=== design 1 ===
Figure 1. Sequential cells colored by netlist name (design 1).
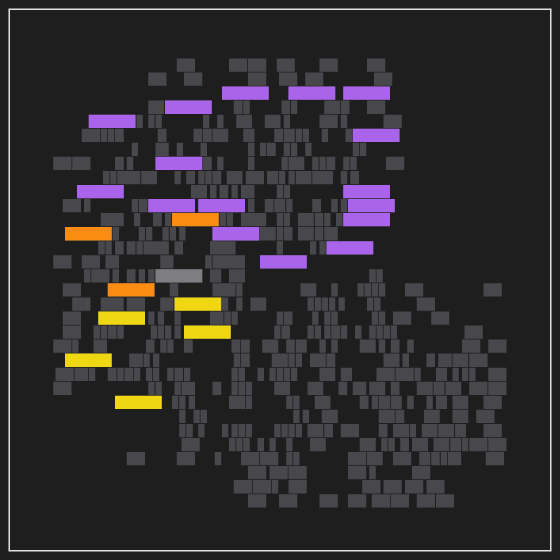

**src/rtl/hazard_scoreboard_if.sv**
```systemverilog
// Signal bundle between the pipeline datapath and the hazard/scoreboard unit.
// The datapath is the master: it presents stage fields and reads back forward/stall/flush controls.
interface hazard_scoreboard_if #(
  parameter int ADDR_W = 5,
  parameter int CNT_W  = 16
);
  logic [ADDR_W-1:0] rs1D, rs2D, rdD;
  logic              reg_writeD;
  logic              mc_startD;
  logic [ADDR_W-1:0] rs1E, rs2E, rdE;
  logic              result_srcE0;
  logic              pc_srcE;
  logic [ADDR_W-1:0] rdM, rdW;
  logic              reg_writeM, reg_writeW;
  logic              mc_done;

  logic [1:0]        forwardAE, forwardBE;
  logic              forwardAD, forwardBD;
  logic              stallF, stallD, flushD, flushE;
  logic              mc_busy;
  logic [ADDR_W-1:0] mc_pend_rd;
  logic [CNT_W-1:0]  stall_count;

  modport master (
    output rs1D, rs2D, rdD, reg_writeD, mc_startD,
    output rs1E, rs2E, rdE, result_srcE0, pc_srcE,
    output rdM, rdW, reg_writeM, reg_writeW, mc_done,
    input  forwardAE, forwardBE, forwardAD, forwardBD,
    input  stallF, stallD, flushD, flushE,
    input  mc_busy, mc_pend_rd, stall_count
  );

  modport slave (
    input  rs1D, rs2D, rdD, reg_writeD, mc_startD,
    input  rs1E, rs2E, rdE, result_srcE0, pc_srcE,
    input  rdM, rdW, reg_writeM, reg_writeW, mc_done,
    output forwardAE, forwardBE, forwardAD, forwardBD,
    output stallF, stallD, flushD, flushE,
    output mc_busy, mc_pend_rd, stall_count
  );
endinterface

```
**src/rtl/hazard_scoreboard.sv**
```systemverilog
// Hazard unit for the pipelined RV32 core: forwarding, load-use stall, branch flush,
// a one-entry scoreboard for an outstanding MUL/DIV, and a saturating stall counter.
module hazard_scoreboard #(
  parameter int ADDR_W     = 5,
  parameter int MC_FIXED   = 1,
  parameter int MC_LATENCY = 4,
  parameter int CNT_W      = 16
) (
  input logic              clk,
  input logic              rst,
  hazard_scoreboard_if.slave hz
);

  localparam int LAT_W = $clog2(MC_LATENCY + 1);

  typedef enum logic {
    MC_IDLE = 1'b0,
    MC_BUSY = 1'b1
  } mc_state_t;

  mc_state_t         mcState;
  logic [ADDR_W-1:0] pendRd;
  logic [LAT_W-1:0]  mcCount;
  logic [CNT_W-1:0]  stallCount;

  logic [1:0] fwdAE, fwdBE;
  logic       busy, lwStall, pendHit, mcStall, stallAny, stallOut;
  logic       issue, complete, fixedDone;

  assign busy = (mcState == MC_BUSY);

  // M-stage results are younger than W-stage results, so M wins when both match.
  always_comb begin
    fwdAE = 2'b00;
    if (hz.reg_writeM && (hz.rs1E != '0) && (hz.rs1E == hz.rdM))
      fwdAE = 2'b10;
    else if (hz.reg_writeW && (hz.rs1E != '0) && (hz.rs1E == hz.rdW))
      fwdAE = 2'b01;

    fwdBE = 2'b00;
    if (hz.reg_writeM && (hz.rs2E != '0) && (hz.rs2E == hz.rdM))
      fwdBE = 2'b10;
    else if (hz.reg_writeW && (hz.rs2E != '0) && (hz.rs2E == hz.rdW))
      fwdBE = 2'b01;
  end

  assign lwStall = hz.result_srcE0 && (hz.rdE != '0) &&
                   ((hz.rs1D == hz.rdE) || (hz.rs2D == hz.rdE));

  // RAW on either source, or WAW on the destination, against the pending MUL/DIV result.
  assign pendHit = busy && (pendRd != '0) &&
                   ((hz.rs1D == pendRd) || (hz.rs2D == pendRd) ||
                    (hz.reg_writeD && (hz.rdD == pendRd)));

  assign mcStall  = pendHit || (busy && hz.mc_startD);
  assign stallAny = lwStall || mcStall;
  assign stallOut = stallAny && !hz.pc_srcE;

  assign issue     = hz.mc_startD && !stallOut && !hz.pc_srcE;
  assign fixedDone = (mcCount == LAT_W'(1));
  // mc_done is a single-cycle pulse; it is only meaningful while an op is outstanding.
  assign complete  = busy && ((MC_FIXED != 0) ? fixedDone : hz.mc_done);

  always_ff @(posedge clk or posedge rst) begin
    if (rst) begin
      mcState <= MC_IDLE;
      pendRd  <= '0;
      mcCount <= '0;
    end else begin
      case (mcState)
        MC_IDLE: begin
          if (issue) begin
            mcState <= MC_BUSY;
            pendRd  <= hz.reg_writeD ? hz.rdD : '0;
            mcCount <= LAT_W'(MC_LATENCY);
          end
        end
        MC_BUSY: begin
          if (complete) begin
            mcState <= MC_IDLE;
            pendRd  <= '0;
            mcCount <= '0;
          end else if (MC_FIXED != 0) begin
            mcCount <= mcCount - LAT_W'(1);
          end
        end
        default: begin
          mcState <= MC_IDLE;
          pendRd  <= '0;
          mcCount <= '0;
        end
      endcase
    end
  end

  always_ff @(posedge clk or posedge rst) begin
    if (rst)
      stallCount <= '0;
    else if (stallOut && (stallCount != '1))
      stallCount <= stallCount + CNT_W'(1);
  end

  assign hz.forwardAE   = fwdAE;
  assign hz.forwardBE   = fwdBE;
  assign hz.forwardAD   = hz.reg_writeW && (hz.rdW != '0) && (hz.rdW == hz.rs1D);
  assign hz.forwardBD   = hz.reg_writeW && (hz.rdW != '0) && (hz.rdW == hz.rs2D);
  assign hz.stallF      = stallOut;
  assign hz.stallD      = stallOut;
  assign hz.flushD      = hz.pc_srcE;
  assign hz.flushE      = stallAny || hz.pc_srcE;
  assign hz.mc_busy     = busy;
  assign hz.mc_pend_rd  = pendRd;
  assign hz.stall_count = stallCount;

endmodule
```
**src/flat_wrapper.sv**
```systemverilog
// flat-port wrapper written by rule: the top's interface ports become plain ports
module hazard_scoreboard_flat 
#(
  parameter int ADDR_W     = 5,
  parameter int MC_FIXED   = 1,
  parameter int MC_LATENCY = 4,
  parameter int CNT_W      = 16
)
  (clk, rst, hz_rs1D, hz_rs2D, hz_rdD, hz_reg_writeD, hz_mc_startD, hz_rs1E, hz_rs2E, hz_rdE, hz_result_srcE0, hz_pc_srcE, hz_rdM, hz_rdW, hz_reg_writeM, hz_reg_writeW, hz_mc_done, hz_forwardAE, hz_forwardBE, hz_forwardAD, hz_forwardBD, hz_stallF, hz_stallD, hz_flushD, hz_flushE, hz_mc_busy, hz_mc_pend_rd, hz_stall_count);
  hazard_scoreboard_if #(.ADDR_W(ADDR_W), .CNT_W(CNT_W)) hz_i ();
  input logic clk;
  input logic rst;
  input wire logic [$bits(hz_i.rs1D)-1:0] hz_rs1D;
  input wire logic [$bits(hz_i.rs2D)-1:0] hz_rs2D;
  input wire logic [$bits(hz_i.rdD)-1:0] hz_rdD;
  input wire logic [$bits(hz_i.reg_writeD)-1:0] hz_reg_writeD;
  input wire logic [$bits(hz_i.mc_startD)-1:0] hz_mc_startD;
  input wire logic [$bits(hz_i.rs1E)-1:0] hz_rs1E;
  input wire logic [$bits(hz_i.rs2E)-1:0] hz_rs2E;
  input wire logic [$bits(hz_i.rdE)-1:0] hz_rdE;
  input wire logic [$bits(hz_i.result_srcE0)-1:0] hz_result_srcE0;
  input wire logic [$bits(hz_i.pc_srcE)-1:0] hz_pc_srcE;
  input wire logic [$bits(hz_i.rdM)-1:0] hz_rdM;
  input wire logic [$bits(hz_i.rdW)-1:0] hz_rdW;
  input wire logic [$bits(hz_i.reg_writeM)-1:0] hz_reg_writeM;
  input wire logic [$bits(hz_i.reg_writeW)-1:0] hz_reg_writeW;
  input wire logic [$bits(hz_i.mc_done)-1:0] hz_mc_done;
  output wire logic [$bits(hz_i.forwardAE)-1:0] hz_forwardAE;
  output wire logic [$bits(hz_i.forwardBE)-1:0] hz_forwardBE;
  output wire logic [$bits(hz_i.forwardAD)-1:0] hz_forwardAD;
  output wire logic [$bits(hz_i.forwardBD)-1:0] hz_forwardBD;
  output wire logic [$bits(hz_i.stallF)-1:0] hz_stallF;
  output wire logic [$bits(hz_i.stallD)-1:0] hz_stallD;
  output wire logic [$bits(hz_i.flushD)-1:0] hz_flushD;
  output wire logic [$bits(hz_i.flushE)-1:0] hz_flushE;
  output wire logic [$bits(hz_i.mc_busy)-1:0] hz_mc_busy;
  output wire logic [$bits(hz_i.mc_pend_rd)-1:0] hz_mc_pend_rd;
  output wire logic [$bits(hz_i.stall_count)-1:0] hz_stall_count;
  assign hz_i.rs1D = hz_rs1D;
  assign hz_i.rs2D = hz_rs2D;
  assign hz_i.rdD = hz_rdD;
  assign hz_i.reg_writeD = hz_reg_writeD;
  assign hz_i.mc_startD = hz_mc_startD;
  assign hz_i.rs1E = hz_rs1E;
  assign hz_i.rs2E = hz_rs2E;
  assign hz_i.rdE = hz_rdE;
  assign hz_i.result_srcE0 = hz_result_srcE0;
  assign hz_i.pc_srcE = hz_pc_srcE;
  assign hz_i.rdM = hz_rdM;
  assign hz_i.rdW = hz_rdW;
  assign hz_i.reg_writeM = hz_reg_writeM;
  assign hz_i.reg_writeW = hz_reg_writeW;
  assign hz_i.mc_done = hz_mc_done;
  assign hz_forwardAE = hz_i.forwardAE;
  assign hz_forwardBE = hz_i.forwardBE;
  assign hz_forwardAD = hz_i.forwardAD;
  assign hz_forwardBD = hz_i.forwardBD;
  assign hz_stallF = hz_i.stallF;
  assign hz_stallD = hz_i.stallD;
  assign hz_flushD = hz_i.flushD;
  assign hz_flushE = hz_i.flushE;
  assign hz_mc_busy = hz_i.mc_busy;
  assign hz_mc_pend_rd = hz_i.mc_pend_rd;
  assign hz_stall_count = hz_i.stall_count;
  hazard_scoreboard #(.ADDR_W(ADDR_W), .MC_FIXED(MC_FIXED), .MC_LATENCY(MC_LATENCY), .CNT_W(CNT_W)) u_core (.clk(clk), .rst(rst), .hz(hz_i));
endmodule
```
**config.mk**
```make
export PLATFORM = sky130hd
export DESIGN_NAME = hazard_scoreboard_flat
export DESIGN_NICKNAME = d
export VERILOG_FILES = /design/src/rtl/hazard_scoreboard_if.sv /design/src/rtl/hazard_scoreboard.sv /design/src/flat_wrapper.sv
export SDC_FILE = /design/constraint.sdc
export NUM_CORES = 1
export LEC_CHECK = 0
export ABC_AREA = 1
export CORE_MARGIN = 8
export CORE_UTILIZATION = 30
export DETAILED_ROUTE_END_ITERATION = 8
export PLACE_DENSITY_LB_ADDON = 0.25
export SETUP_SLACK_MARGIN = 0.4
export SLEW_MARGIN = 20
export SYNTH_ARGS = -nofsm -noshare
export SYNTH_HDL_FRONTEND = slang
export SYNTH_SLANG_ARGS = --single-unit
```
**constraint.sdc**
```tcl
create_clock -name clk -period 3.79 [get_ports clk]
set_input_delay 0.379 -clock clk [delete_from_list [all_inputs] [get_ports clk]]
set_output_delay 0.379 -clock clk [all_outputs]
set_load 0.03 [all_outputs]
```
=== design 2 ===
<file path="src/rtl/mips_mc_pkg.sv">
// Shared types for the multicycle MIPS core: encodings, ALU ops, FSM states, decode.
// S_HALT only exists when MIPS_MC_ILLEGAL_TRAP_EN is defined.
`timescale 1ns/1ps
package mips_mc_pkg;

  typedef enum logic [5:0] {
    OP_RTYPE = 6'h00,
    OP_J     = 6'h02,
    OP_JAL   = 6'h03,
    OP_BEQ   = 6'h04,
    OP_BNE   = 6'h05,
    OP_ADDIU = 6'h09,
    OP_ORI   = 6'h0D,
    OP_LUI   = 6'h0F,
    OP_LW    = 6'h23,
    OP_SW    = 6'h2B
  } opcode_e;

  typedef enum logic [5:0] {
    FN_SLL  = 6'h00,
    FN_JR   = 6'h08,
    FN_ADDU = 6'h21,
    FN_SUBU = 6'h23,
    FN_AND  = 6'h24,
    FN_OR   = 6'h25,
    FN_SLT  = 6'h2A
  } funct_e;

  typedef enum logic [2:0] {ALU_ADD, ALU_SUB, ALU_AND, ALU_OR, ALU_SLT, ALU_LUI} alu_op_e;

  typedef enum logic [2:0] {
    S_BOOT, S_FETCH, S_DECODE, S_EXEC, S_MEM, S_WB
`ifdef MIPS_MC_ILLEGAL_TRAP_EN
    , S_HALT
`endif
  } state_e;

  localparam logic [4:0] REG_ZERO = 5'd0;
  localparam logic [4:0] REG_SP   = 5'd29;
  localparam logic [4:0] REG_RA   = 5'd31;

  typedef struct packed {
    logic    legal;
    alu_op_e alu_op;
    logic    writes;
    logic [4:0] dest;
    logic    use_imm;
    logic    zext;
    logic    is_lw;
    logic    is_sw;
    logic    is_beq;
    logic    is_bne;
    logic    is_j;
    logic    is_jal;
    logic    is_jr;
  } ctrl_t;

  function automatic logic [31:0] alu(input alu_op_e op, input logic [31:0] a, input logic [31:0] b);
    case (op)
      ALU_ADD: return a + b;
      ALU_SUB: return a - b;
      ALU_AND: return a & b;
      ALU_OR:  return a | b;
      ALU_SLT: return {31'b0, $signed(a) < $signed(b)};
      ALU_LUI: return {b[15:0], 16'h0000};
      default: return a + b;
    endcase
  endfunction

  // Unsupported encodings leave every control bit clear, i.e. they behave as NOP.
  function automatic ctrl_t decode(input logic [5:0] op, input logic [5:0] funct,
                                   input logic [4:0] rt, input logic [4:0] rd);
    ctrl_t c;
    c = '0;
    c.alu_op = ALU_ADD;
    c.dest   = rd;
    case (op)
      OP_RTYPE: begin
        c.legal  = 1'b1;
        c.writes = 1'b1;
        case (funct)
          FN_SLL:  c.writes = 1'b0;
          FN_JR:   begin c.writes = 1'b0; c.is_jr = 1'b1; end
          FN_ADDU: c.alu_op = ALU_ADD;
          FN_SUBU: c.alu_op = ALU_SUB;
          FN_AND:  c.alu_op = ALU_AND;
          FN_OR:   c.alu_op = ALU_OR;
          FN_SLT:  c.alu_op = ALU_SLT;
          default: begin c.legal = 1'b0; c.writes = 1'b0; end
        endcase
      end
      OP_J:     begin c.legal = 1'b1; c.is_j = 1'b1; end
      OP_JAL:   begin c.legal = 1'b1; c.is_j = 1'b1; c.is_jal = 1'b1; c.writes = 1'b1; c.dest = REG_RA; end
      OP_BEQ:   begin c.legal = 1'b1; c.is_beq = 1'b1; end
      OP_BNE:   begin c.legal = 1'b1; c.is_bne = 1'b1; end
      OP_ADDIU: begin c.legal = 1'b1; c.writes = 1'b1; c.dest = rt; c.use_imm = 1'b1; end
      OP_ORI:   begin c.legal = 1'b1; c.writes = 1'b1; c.dest = rt; c.use_imm = 1'b1;
                      c.zext = 1'b1; c.alu_op = ALU_OR; end
      OP_LUI:   begin c.legal = 1'b1; c.writes = 1'b1; c.dest = rt; c.use_imm = 1'b1; c.alu_op = ALU_LUI; end
      OP_LW:    begin c.legal = 1'b1; c.writes = 1'b1; c.dest = rt; c.use_imm = 1'b1; c.is_lw = 1'b1; end
      OP_SW:    begin c.legal = 1'b1; c.use_imm = 1'b1; c.is_sw = 1'b1; end
      default:  c.legal = 1'b0;
    endcase
    return c;
  endfunction

endpackage

</file>
<file path="src/rtl/mips_mc_if.sv">
// Instruction and data memory buses of the multicycle core.
// Handshake: req (with addr/we/wdata) stays high and stable until the cycle ack is sampled high;
// ack may arrive in the same cycle req rises; ack while req is low means nothing.
`timescale 1ns/1ps
interface mips_mc_if #(parameter int ADDR_W = 32);
  logic              imem_req;
  logic [ADDR_W-1:0] imem_addr;
  logic [31:0]       imem_rdata;
  logic              imem_ack;
  logic              dmem_req;
  logic              dmem_we;
  logic [ADDR_W-1:0] dmem_addr;
  logic [31:0]       dmem_wdata;
  logic [31:0]       dmem_rdata;
  logic              dmem_ack;

  modport master (
    output imem_req, imem_addr, dmem_req, dmem_we, dmem_addr, dmem_wdata,
    input  imem_rdata, imem_ack, dmem_rdata, dmem_ack
  );

  modport slave (
    input  imem_req, imem_addr, dmem_req, dmem_we, dmem_addr, dmem_wdata,
    output imem_rdata, imem_ack, dmem_rdata, dmem_ack
  );
endinterface

</file>
<file path="src/rtl/mips_mc_regfile.sv">
// 32x32 register file: two asynchronous read ports, one synchronous write port.
// Reset preloads the stack pointer and return address; r0 is hardwired to zero.
`timescale 1ns/1ps
module mips_mc_regfile
  import mips_mc_pkg::*;
#(
  parameter logic [31:0] SP_INIT = 32'h0,
  parameter logic [31:0] RA_INIT = 32'h0
) (
  input  logic        clk,
  input  logic        reset,
  input  logic [4:0]  rs_addr,
  output logic [31:0] rs_data,
  input  logic [4:0]  rt_addr,
  output logic [31:0] rt_data,
  input  logic        we,
  input  logic [4:0]  waddr,
  input  logic [31:0] wdata
);

  logic [31:0] regs [32];

  always_ff @(posedge clk or negedge reset) begin
    if (!reset) begin
      for (int i = 0; i < 32; i++) regs[i] <= 32'h0;
      regs[REG_SP] <= SP_INIT;
      regs[REG_RA] <= RA_INIT;
    end else if (we && (waddr != REG_ZERO)) begin
      regs[waddr] <= wdata;
    end
  end

  assign rs_data = (rs_addr == REG_ZERO) ? 32'h0 : regs[rs_addr];
  assign rt_data = (rt_addr == REG_ZERO) ? 32'h0 : regs[rt_addr];

endmodule

</file>
<file path="src/rtl/mips_mc_core.sv">
// Multicycle MIPS core (fetch/decode/execute/memory/writeback) with req/ack memory buses.
// Define MIPS_MC_ILLEGAL_TRAP_EN to halt on unsupported encodings instead of treating them as NOP.
`timescale 1ns/1ps
module mips_mc_core
  import mips_mc_pkg::*;
#(
  parameter logic [31:0] PC_INIT = 32'h0,
  parameter logic [31:0] SP_INIT = 32'h0,
  parameter logic [31:0] RA_INIT = 32'h0,
  parameter int          ADDR_W  = 32
) (
  input  logic      clk,
  input  logic      reset,
  mips_mc_if.master bus,
  output logic      retire,
  output logic      illegal,
  output state_e    dbg_state
);

  state_e      state, state_nxt;
  logic [31:0] pc, ir, a_q, b_q, imm_q, res_q;
  logic [31:0] rs_data, rt_data, imm_ext, alu_out, pc4, pc_nxt;
  logic        taken;
  ctrl_t       ctrl;

  assign ctrl    = decode(ir[31:26], ir[5:0], ir[20:16], ir[15:11]);
  assign imm_ext = ctrl.zext ? {16'h0000, ir[15:0]} : {{16{ir[15]}}, ir[15:0]};

  mips_mc_regfile #(.SP_INIT(SP_INIT), .RA_INIT(RA_INIT)) u_regfile (
    .clk     (clk),
    .reset   (reset),
    .rs_addr (ir[25:21]),
    .rs_data (rs_data),
    .rt_addr (ir[20:16]),
    .rt_data (rt_data),
    .we      ((state == S_WB) && ctrl.writes),
    .waddr   (ctrl.dest),
    .wdata   (res_q)
  );

  always_ff @(posedge clk or negedge reset) begin
    if (!reset) state <= S_BOOT;
    else        state <= state_nxt;
  end

  always_comb begin
    state_nxt = state;
    case (state)
      S_BOOT:   state_nxt = S_FETCH;
      S_FETCH:  if (bus.imem_ack) state_nxt = S_DECODE;
      S_DECODE: begin
`ifdef MIPS_MC_ILLEGAL_TRAP_EN
        state_nxt = ctrl.legal ? S_EXEC : S_HALT;
`else
        state_nxt = S_EXEC;
`endif
      end
      S_EXEC:   state_nxt = (ctrl.is_lw || ctrl.is_sw) ? S_MEM : S_WB;
      S_MEM:    if (bus.dmem_ack) state_nxt = S_WB;
      S_WB:     state_nxt = S_FETCH;
`ifdef MIPS_MC_ILLEGAL_TRAP_EN
      S_HALT:   state_nxt = S_HALT;
`endif
      default:  state_nxt = S_BOOT;
    endcase
  end

  assign alu_out = alu(ctrl.alu_op, a_q, ctrl.use_imm ? imm_q : b_q);
  assign pc4     = pc + 32'd4;
  assign taken   = (ctrl.is_beq && (a_q == b_q)) || (ctrl.is_bne && (a_q != b_q));

  always_comb begin
    pc_nxt = pc4;
    if (taken)            pc_nxt = pc4 + {imm_q[29:0], 2'b00};
    else if (ctrl.is_j)   pc_nxt = {pc4[31:28], ir[25:0], 2'b00};
    else if (ctrl.is_jr)  pc_nxt = {a_q[31:2], 2'b00};
  end

  // res_q carries the ALU result, the link address, the memory address and finally load data.
  always_ff @(posedge clk or negedge reset) begin
    if (!reset) begin
      pc    <= PC_INIT;
      ir    <= 32'h0;
      a_q   <= 32'h0;
      b_q   <= 32'h0;
      imm_q <= 32'h0;
      res_q <= 32'h0;
    end else begin
      case (state)
        S_FETCH:  if (bus.imem_ack) ir <= bus.imem_rdata;
        S_DECODE: begin
          a_q   <= rs_data;
          b_q   <= rt_data;
          imm_q <= imm_ext;
        end
        S_EXEC: begin
          res_q <= ctrl.is_jal ? pc4 : alu_out;
          pc    <= pc_nxt;
        end
        S_MEM:    if (bus.dmem_ack && ctrl.is_lw) res_q <= bus.dmem_rdata;
        default:  ;
      endcase
    end
  end

`ifdef MIPS_MC_ILLEGAL_TRAP_EN
  logic illegal_q;
  always_ff @(posedge clk or negedge reset) begin
    if (!reset)                                illegal_q <= 1'b0;
    else if (state == S_DECODE && !ctrl.legal) illegal_q <= 1'b1;
  end
  assign illegal = illegal_q;
`else
  assign illegal = 1'b0;
`endif

  assign bus.imem_req   = (state == S_FETCH);
  assign bus.imem_addr  = bus.imem_req ? pc[ADDR_W-1:0] : '0;
  assign bus.dmem_req   = (state == S_MEM);
  assign bus.dmem_we    = bus.dmem_req && ctrl.is_sw;
  assign bus.dmem_addr  = bus.dmem_req ? res_q[ADDR_W-1:0] : '0;
  assign bus.dmem_wdata = bus.dmem_req ? b_q : 32'h0;
  assign retire         = (state == S_WB);
  assign dbg_state      = state;

  logic unused_bits;
  assign unused_bits = ^{ir[10:6], imm_q[31:30], ctrl.legal, pc};

endmodule

</file>
<file path="src/flat_wrapper.sv">
// flat-port wrapper written by rule: the top's interface ports become plain ports
module mips_mc_core_flat import mips_mc_pkg::*;
#(
  parameter logic [31:0] PC_INIT = 32'h0,
  parameter logic [31:0] SP_INIT = 32'h0,
  parameter logic [31:0] RA_INIT = 32'h0,
  parameter int          ADDR_W  = 32
)
  (clk, reset, retire, illegal, dbg_state, bus_imem_req, bus_imem_addr, bus_dmem_req, bus_dmem_we, bus_dmem_addr, bus_dmem_wdata, bus_imem_rdata, bus_imem_ack, bus_dmem_rdata, bus_dmem_ack);
  mips_mc_if #(.ADDR_W(ADDR_W)) bus_i ();
  input  logic clk;
  input  logic reset;
  output logic retire;
  output logic illegal;
  output state_e dbg_state;
  output wire logic [$bits(bus_i.imem_req)-1:0] bus_imem_req;
  output wire logic [$bits(bus_i.imem_addr)-1:0] bus_imem_addr;
  output wire logic [$bits(bus_i.dmem_req)-1:0] bus_dmem_req;
  output wire logic [$bits(bus_i.dmem_we)-1:0] bus_dmem_we;
  output wire logic [$bits(bus_i.dmem_addr)-1:0] bus_dmem_addr;
  output wire logic [$bits(bus_i.dmem_wdata)-1:0] bus_dmem_wdata;
  input wire logic [$bits(bus_i.imem_rdata)-1:0] bus_imem_rdata;
  input wire logic [$bits(bus_i.imem_ack)-1:0] bus_imem_ack;
  input wire logic [$bits(bus_i.dmem_rdata)-1:0] bus_dmem_rdata;
  input wire logic [$bits(bus_i.dmem_ack)-1:0] bus_dmem_ack;
  assign bus_imem_req = bus_i.imem_req;
  assign bus_imem_addr = bus_i.imem_addr;
  assign bus_dmem_req = bus_i.dmem_req;
  assign bus_dmem_we = bus_i.dmem_we;
  assign bus_dmem_addr = bus_i.dmem_addr;
  assign bus_dmem_wdata = bus_i.dmem_wdata;
  assign bus_i.imem_rdata = bus_imem_rdata;
  assign bus_i.imem_ack = bus_imem_ack;
  assign bus_i.dmem_rdata = bus_dmem_rdata;
  assign bus_i.dmem_ack = bus_dmem_ack;
  mips_mc_core #(.PC_INIT(PC_INIT), .SP_INIT(SP_INIT), .RA_INIT(RA_INIT), .ADDR_W(ADDR_W)) u_core (.clk(clk), .reset(reset), .bus(bus_i), .retire(retire), .illegal(illegal), .dbg_state(dbg_state));
endmodule
</file>
<file path="config.mk">
export PLATFORM = sky130hd
export DESIGN_NAME = mips_mc_core_flat
export DESIGN_NICKNAME = d
export VERILOG_FILES = /design/src/rtl/mips_mc_pkg.sv /design/src/rtl/mips_mc_if.sv /design/src/rtl/mips_mc_regfile.sv /design/src/rtl/mips_mc_core.sv /design/src/flat_wrapper.sv
export SDC_FILE = /design/constraint.sdc
export NUM_CORES = 2
export LEC_CHECK = 0
export CORE_MARGIN = 1.5
export CORE_UTILIZATION = 65
export CTS_BUF_LIST = sky130_fd_sc_hd__clkbuf_8
export CTS_CLUSTER_SIZE = 28
export DETAILED_ROUTE_END_ITERATION = 7
export GPL_TIMING_DRIVEN = 0
export HOLD_SLACK_MARGIN = 0.12
export PLACE_DENSITY = 0.85
export SYNTH_ARGS = -nofsm -noshare
export SYNTH_HDL_FRONTEND = slang
export SYNTH_HIERARCHICAL = 1
export SYNTH_SLANG_ARGS = --single-unit
</file>
<file path="constraint.sdc">
create_clock -name clk -period 4.9 [get_ports clk]
set_input_delay 0.98 -clock clk [delete_from_list [all_inputs] [get_ports clk]]
set_output_delay 0.98 -clock clk [all_outputs]
set_load 0.02 [all_outputs]
</file>
=== design 3 ===
[src/rtl/gbe_rxs_snap_ctrl.sv]
// 10GbE RX snapshot capture sequencer: arms, triggers, optionally frame-aligns and
// stops the write of RX words into the snapshot BRAM, and reports status.
module gbe_rxs_snap_ctrl #(
  parameter int DATA_W = 64,
  parameter int ADDR_W = 11
) (
  input  logic              user_clk,
  input  logic              user_rst,
  input  logic [31:0]       ctrl,
  input  logic [DATA_W-1:0] rx_data,
  input  logic              rx_valid,
  input  logic              rx_eof,
  input  logic              ext_trig,
  output logic              bram_we,
  output logic [ADDR_W-1:0] bram_addr,
  output logic [DATA_W-1:0] bram_data,
  output logic [31:0]       status
);

  localparam logic [ADDR_W:0] DEPTH = {1'b1, {ADDR_W{1'b0}}};
  localparam logic [ADDR_W:0] ONE   = {{ADDR_W{1'b0}}, 1'b1};

  typedef enum logic [1:0] {
    IDLE    = 2'd0,
    ARMED   = 2'd1,
    CAPTURE = 2'd2,
    DONE    = 2'd3
  } state_t;

  state_t              state_q, state_d;
  logic [ADDR_W:0]     count_q, count_d;
  logic                trig_seen_q, trig_seen_d;
  logic                in_frame_q, in_frame_d;
  logic                arm_prev_q;
  logic                we_q, we_d;
  logic [ADDR_W-1:0]   addr_q, addr_d;
  logic [DATA_W-1:0]   data_q, data_d;
  logic [31:0]         status_q, status_d;

  logic arm_edge, trig_src, frame_align, stop_on_eof;
  logic sof, trig_now, start, stop_now;
  logic [ADDR_W:0] count_inc;

  assign arm_edge    = ctrl[0] & ~arm_prev_q;
  assign trig_src    = ctrl[1];
  assign frame_align = ctrl[2];
  assign stop_on_eof = ctrl[3];

  assign sof       = rx_valid & ~in_frame_q;
  assign trig_now  = trig_src ? ext_trig : 1'b1;
  assign start     = (trig_seen_q | trig_now) & rx_valid & (~frame_align | sof);
  assign stop_now  = stop_on_eof & rx_eof;
  assign count_inc = count_q + ONE;

  always_comb begin
    in_frame_d = in_frame_q;
    if (rx_valid) begin
      in_frame_d = ~rx_eof;
    end
  end

  always_comb begin
    state_d     = state_q;
    count_d     = count_q;
    trig_seen_d = trig_seen_q;
    we_d        = 1'b0;
    addr_d      = addr_q;
    data_d      = data_q;

    unique case (state_q)
      IDLE: begin
        if (arm_edge) begin
          state_d     = ARMED;
          count_d     = '0;
          trig_seen_d = 1'b0;
        end
      end
      ARMED: begin
        if (arm_edge) begin
          count_d     = '0;
          trig_seen_d = 1'b0;
        end else begin
          trig_seen_d = trig_seen_q | trig_now;
          if (start) begin
            we_d    = 1'b1;
            addr_d  = '0;
            data_d  = rx_data;
            count_d = ONE;
            state_d = (stop_now || (ONE == DEPTH)) ? DONE : CAPTURE;
          end
        end
      end
      CAPTURE: begin
        if (arm_edge) begin
          state_d     = ARMED;
          count_d     = '0;
          trig_seen_d = 1'b0;
        end else if (rx_valid) begin
          we_d    = 1'b1;
          addr_d  = count_q[ADDR_W-1:0];
          data_d  = rx_data;
          count_d = count_inc;
          if (stop_now || (count_inc == DEPTH)) begin
            state_d = DONE;
          end
        end
      end
      DONE: begin
        if (arm_edge) begin
          state_d     = ARMED;
          count_d     = '0;
          trig_seen_d = 1'b0;
        end
      end
      default: state_d = IDLE;
    endcase
  end

  // Status lags the state/count registers by one cycle.
  always_comb begin
    status_d            = '0;
    status_d[31]        = (state_q == DONE);
    status_d[30]        = (state_q == ARMED);
    status_d[29]        = (state_q == CAPTURE);
    status_d[ADDR_W:0]  = count_q;
  end

  // arm_prev resets high so an arm bit held through reset needs a 0->1 toggle.
  always_ff @(posedge user_clk) begin
    if (user_rst) begin
      state_q     <= IDLE;
      count_q     <= '0;
      trig_seen_q <= 1'b0;
      in_frame_q  <= 1'b0;
      arm_prev_q  <= 1'b1;
      we_q        <= 1'b0;
      addr_q      <= '0;
      data_q      <= '0;
      status_q    <= '0;
    end else begin
      state_q     <= state_d;
      count_q     <= count_d;
      trig_seen_q <= trig_seen_d;
      in_frame_q  <= in_frame_d;
      arm_prev_q  <= ctrl[0];
      we_q        <= we_d;
      addr_q      <= addr_d;
      data_q      <= data_d;
      status_q    <= status_d;
    end
  end

  assign bram_we   = we_q;
  assign bram_addr = addr_q;
  assign bram_data = data_q;
  assign status    = status_q;

endmodule

[config.mk]
export PLATFORM = sky130hd
export DESIGN_NAME = gbe_rxs_snap_ctrl
export DESIGN_NICKNAME = d
export VERILOG_FILES = /design/src/rtl/gbe_rxs_snap_ctrl.sv
export SDC_FILE = /design/constraint.sdc
export NUM_CORES = 1
export LEC_CHECK = 0
export CAP_MARGIN = 20
export CELL_PAD_IN_SITES_DETAIL_PLACEMENT = 0
export CELL_PAD_IN_SITES_GLOBAL_PLACEMENT = 2
export CORE_ASPECT_RATIO = 0.9
export CORE_MARGIN = 4
export CORE_UTILIZATION = 22
export DETAILED_ROUTE_END_ITERATION = 12
export GPL_ROUTABILITY_DRIVEN = 0
export GPL_TIMING_DRIVEN = 1
export PLACE_DENSITY = 0.82
export SETUP_SLACK_MARGIN = 0.2
export SLEW_MARGIN = 10
export SYNTH_ARGS = -nofsm -noshare
export SYNTH_HDL_FRONTEND = slang
export SYNTH_SLANG_ARGS = --single-unit
[constraint.sdc]
create_clock -name user_clk -period 2 [get_ports user_clk]
set_input_delay 0.4 -clock user_clk [delete_from_list [all_inputs] [get_ports user_clk]]
set_output_delay 0.4 -clock user_clk [all_outputs]
set_load 0.01 [all_outputs]
Figure 2. Sequential cells colored by netlist name (design 3).
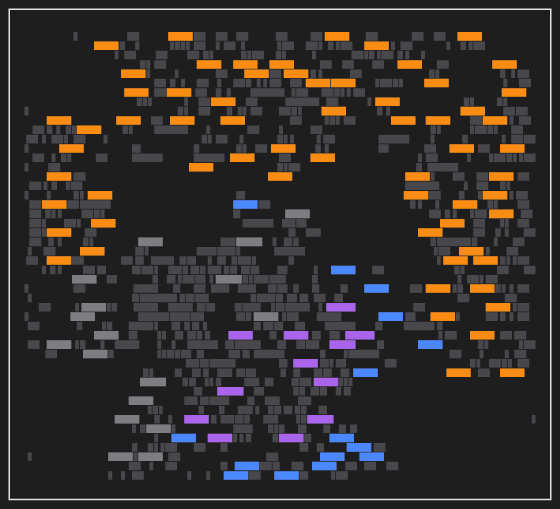
bram_data: drawn in orange, placed flops 64. status: drawn in blue, placed flops 15. count_q: drawn in purple, placed flops 12, where bottom center.
Another 17 sequential cells are not colored.

==> results.toml, design 3 <==
# implementation run metrics
[layout]
nNonClkBuffers = 223
final_common_cell = "clkdlybuf4s50_1"
layout_top_cells = "clkdlybuf4s50_1 (159), nand2_1 (149), dfxtp_1 (100)"

[global_routing]
gr-usage-met3_pct = 4.35
busiest_layer = "met2"
use_met1_pct = 17.1

[run]
openroad.warnings = 59

[critical_path]
cp-startpoint = "count_q[0]"
path_max_fanout = 6

[synth]
ys_seq_share_pct = 49.0
top_cell_area_share_pct = 49.0
syn_avg_cell_area_sq_um = 8.26

[timing]
drv_slew = 0
setup_viol = 0

[clocking]
clock_sink_count = 108
post-cts-setup-buffer-count = 3

[run_status]
status = "complete, no violations"

[drt]
viasPerCell = 4.26
drc = 0

[min_path]
whs_path_depth = 2

[floorplan]
dieArea_sq_um = 22400
Figure 3. Sequential cells colored by netlist name (design 2).
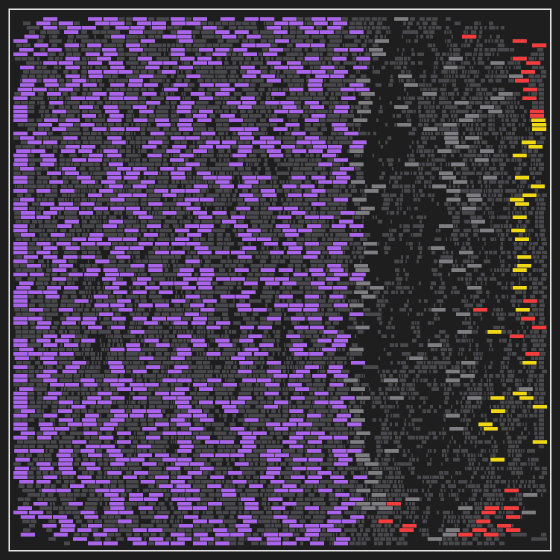
u_core/ir: drawn in red, placed flops 32, where a vertical strip on the right. u_core/u_regfile/regs: drawn in purple, placed flops 1024. u_core/pc: drawn in yellow, placed flops 30.

==> results.toml, design 2 <==
# implementation run metrics
[critical_path]
cp_top_family = "buffers and inverters"
rr_worst_depth = 9
arrival_ns = 5.92

[placement]
post_dp_cell_area_sq_um = 74600

[layout]
final_common_cell = "dfrtp_1"
nClkBuffers = 252
nNonClkBuffers = 747
bufAreaShareNonClock_pct = 5.91

[timing]
finalHoldWorstSlack_ns = 0.485
setup_ws_ns = -0.225
drv_slew = 11
setup_viol = 95
relSlewSlack_pct = -9.85

[synth]
synthAoiAreaFrac_pct = 9.31
simple_gate_area_share_pct = 5.52
post_synth_most_frequent_cells = "dfrtp_1 (1202), mux2_2 (1120), mux4_2 (448), clkbuf_1 (296), o21ai_0 (244)"
top_cell_area_share_pct = 42.4
ys_sh_mux_pct = 34.7
ys_area_sq_um = 70900

[run_status]
status = "finished, violations left"
violations = "max-capacitance violations, max-slew violations, negative setup slack"

[global_routing]
busiest_layer = "met2"
gr-usage-met3_pct = 23.1

[clocking]
cts_resized = 94

[min_path]
min_to = "u_core/u_regfile/regs[1006]"
hold_class = "reg2reg"

[power]
switching_share_pct = 49.5

[run]
drv_cap = 1
Figure 4. Cell sizes after repair (design 1).
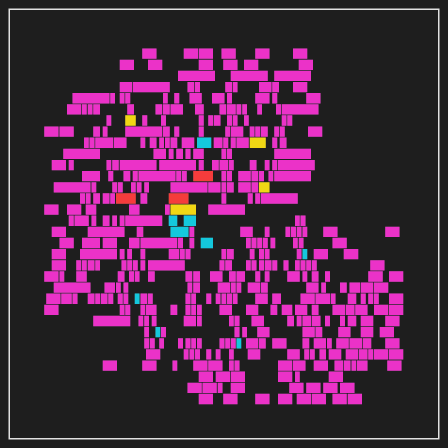
x2: drawn in cyan, cells 9, share 2.0%. x6 and larger: drawn in red, cells 3, share 0.68%. x1 and smaller: drawn in magenta, cells 424, share 96%. x3 and x4: drawn in yellow, cells 4, share 0.91%.

Figure 5. Placed cells, one color a class (design 1).
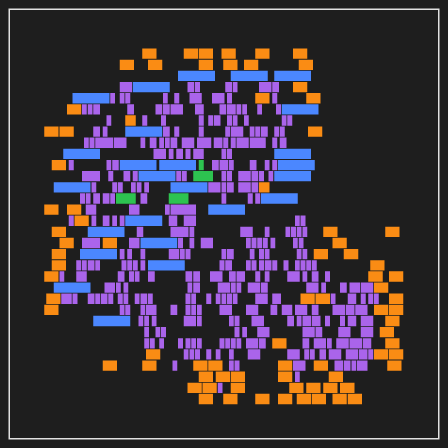
registers: drawn in blue, cells 25, share of their area 20%. remaining logic cells: drawn in purple, cells 330, share of their area 53%. clock drivers and dummy loads: drawn in green, cells 4, share of their area 1.4%. remaining buffers and delay cells: drawn in orange, cells 81, share of their area 26%.

## Picture notes: Figure 1
u_core.hz.mc_pend_rd: drawn in yellow, placed flops 5, where middle left. u_core.hz.stall_count: drawn in purple, placed flops 16. u_core.mcCount: drawn in orange, placed flops 3.
Another 1 sequential cells are not colored.

==> results.toml, design 1 <==
# implementation run metrics
[run_status]
status = "complete, no violations"

[layout]
layout.area.seq_sq_um = 626
final_nets = 493
layout.area.comb_sq_um = 1470
synthToLayoutAreaGrowth_pct = 39.4

[drt]
ant_nets = 0
routed_wl_mm = 7.05

[power]
p_comb_share_pct = 53.2
p_int_mw = 0.687
p_sw_mw = 0.566

[synth]
logic_family = "simple AND/OR/NAND/NOR gates"
synth-main-ff-cell = "dfrtp_1"
synth-edff-count = 0

[critical_path]
rr_worst_depth = 8
cp_top_family = "buffers and inverters"
path_max_fanout = 4
cp.depth = 10

[placement]
gp_congestion = 0.858

[timing]
setup_viol = 0

[clocking]
post-cts-setup-buffer-count = 0
cts_tree = "yes"
cts_resized = 0
cts_max_level = 1

[global_routing]
grt_use_met2_pct = 21.9

## Gallery

Congestion heat map.
(a)
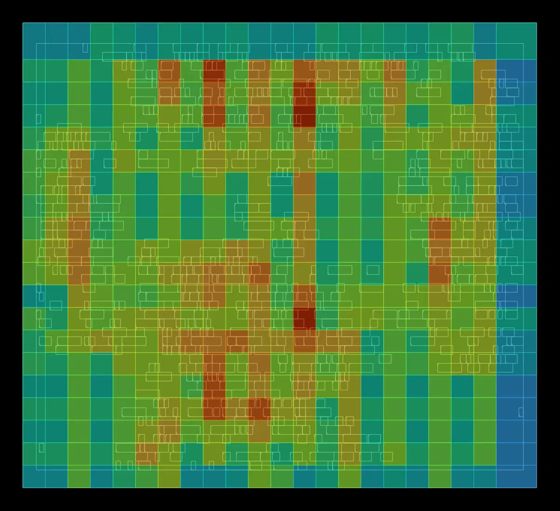
(b)
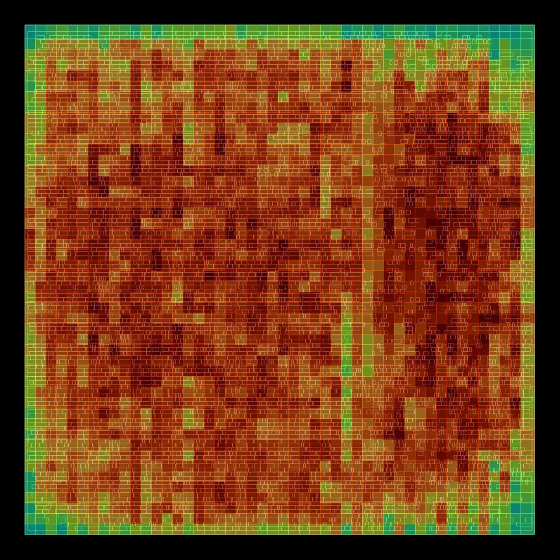
(c)
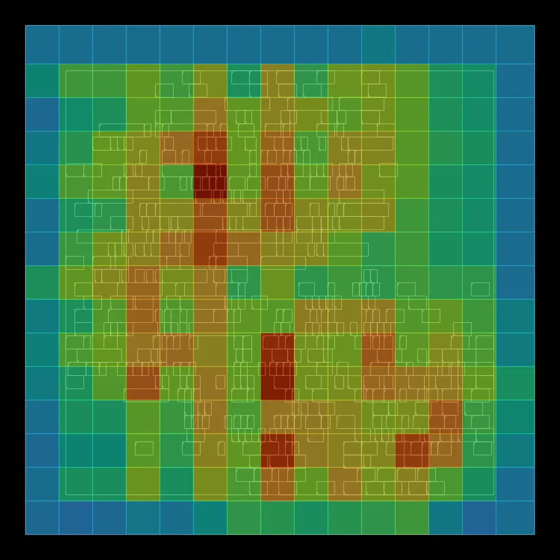
Design 1 is (c).
Design 2 is (b).
Design 3 is (a).
Of these, highest utilization: (b)
Of these, lowest utilization: (a)



==> screenshots <==
Cell area per tile.
Plate I
10 x 10 tiles, from black (low) to pale yellow (high), 0 to 100% covered.
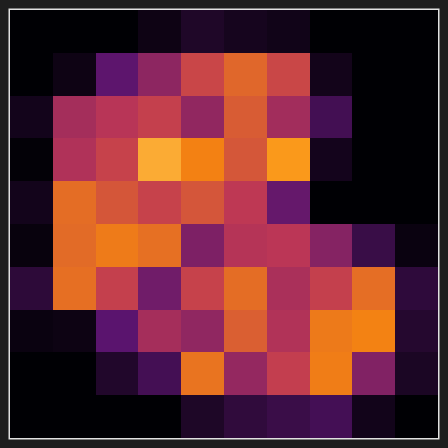
Plate II
33 x 33 tiles, from black (low) to pale yellow (high), 0 to 100% covered.
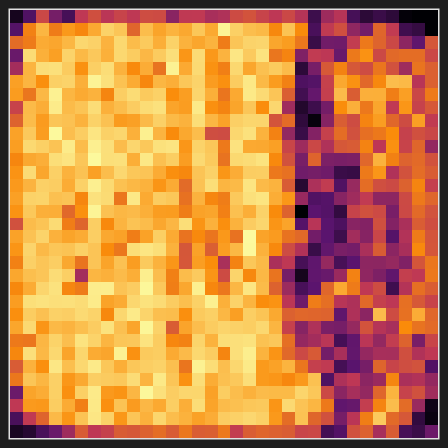
Plate III
16 x 14 tiles, from black (low) to pale yellow (high), 0 to 100% covered.
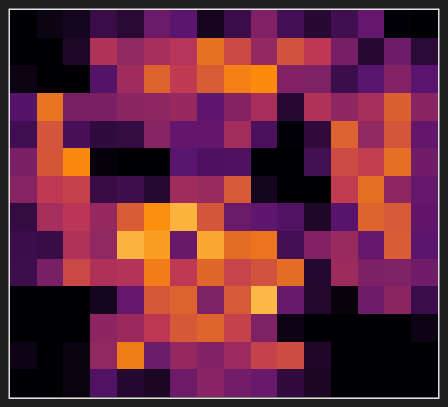
Plate III: design 3
Plate I: design 1
Plate II: design 2

Key to Plate II:
0.50% of the tiles are nearly empty. The mean over all tiles is 70%. 55% of the tiles are over 75% full. The emptiest ninth of the die: middle right.

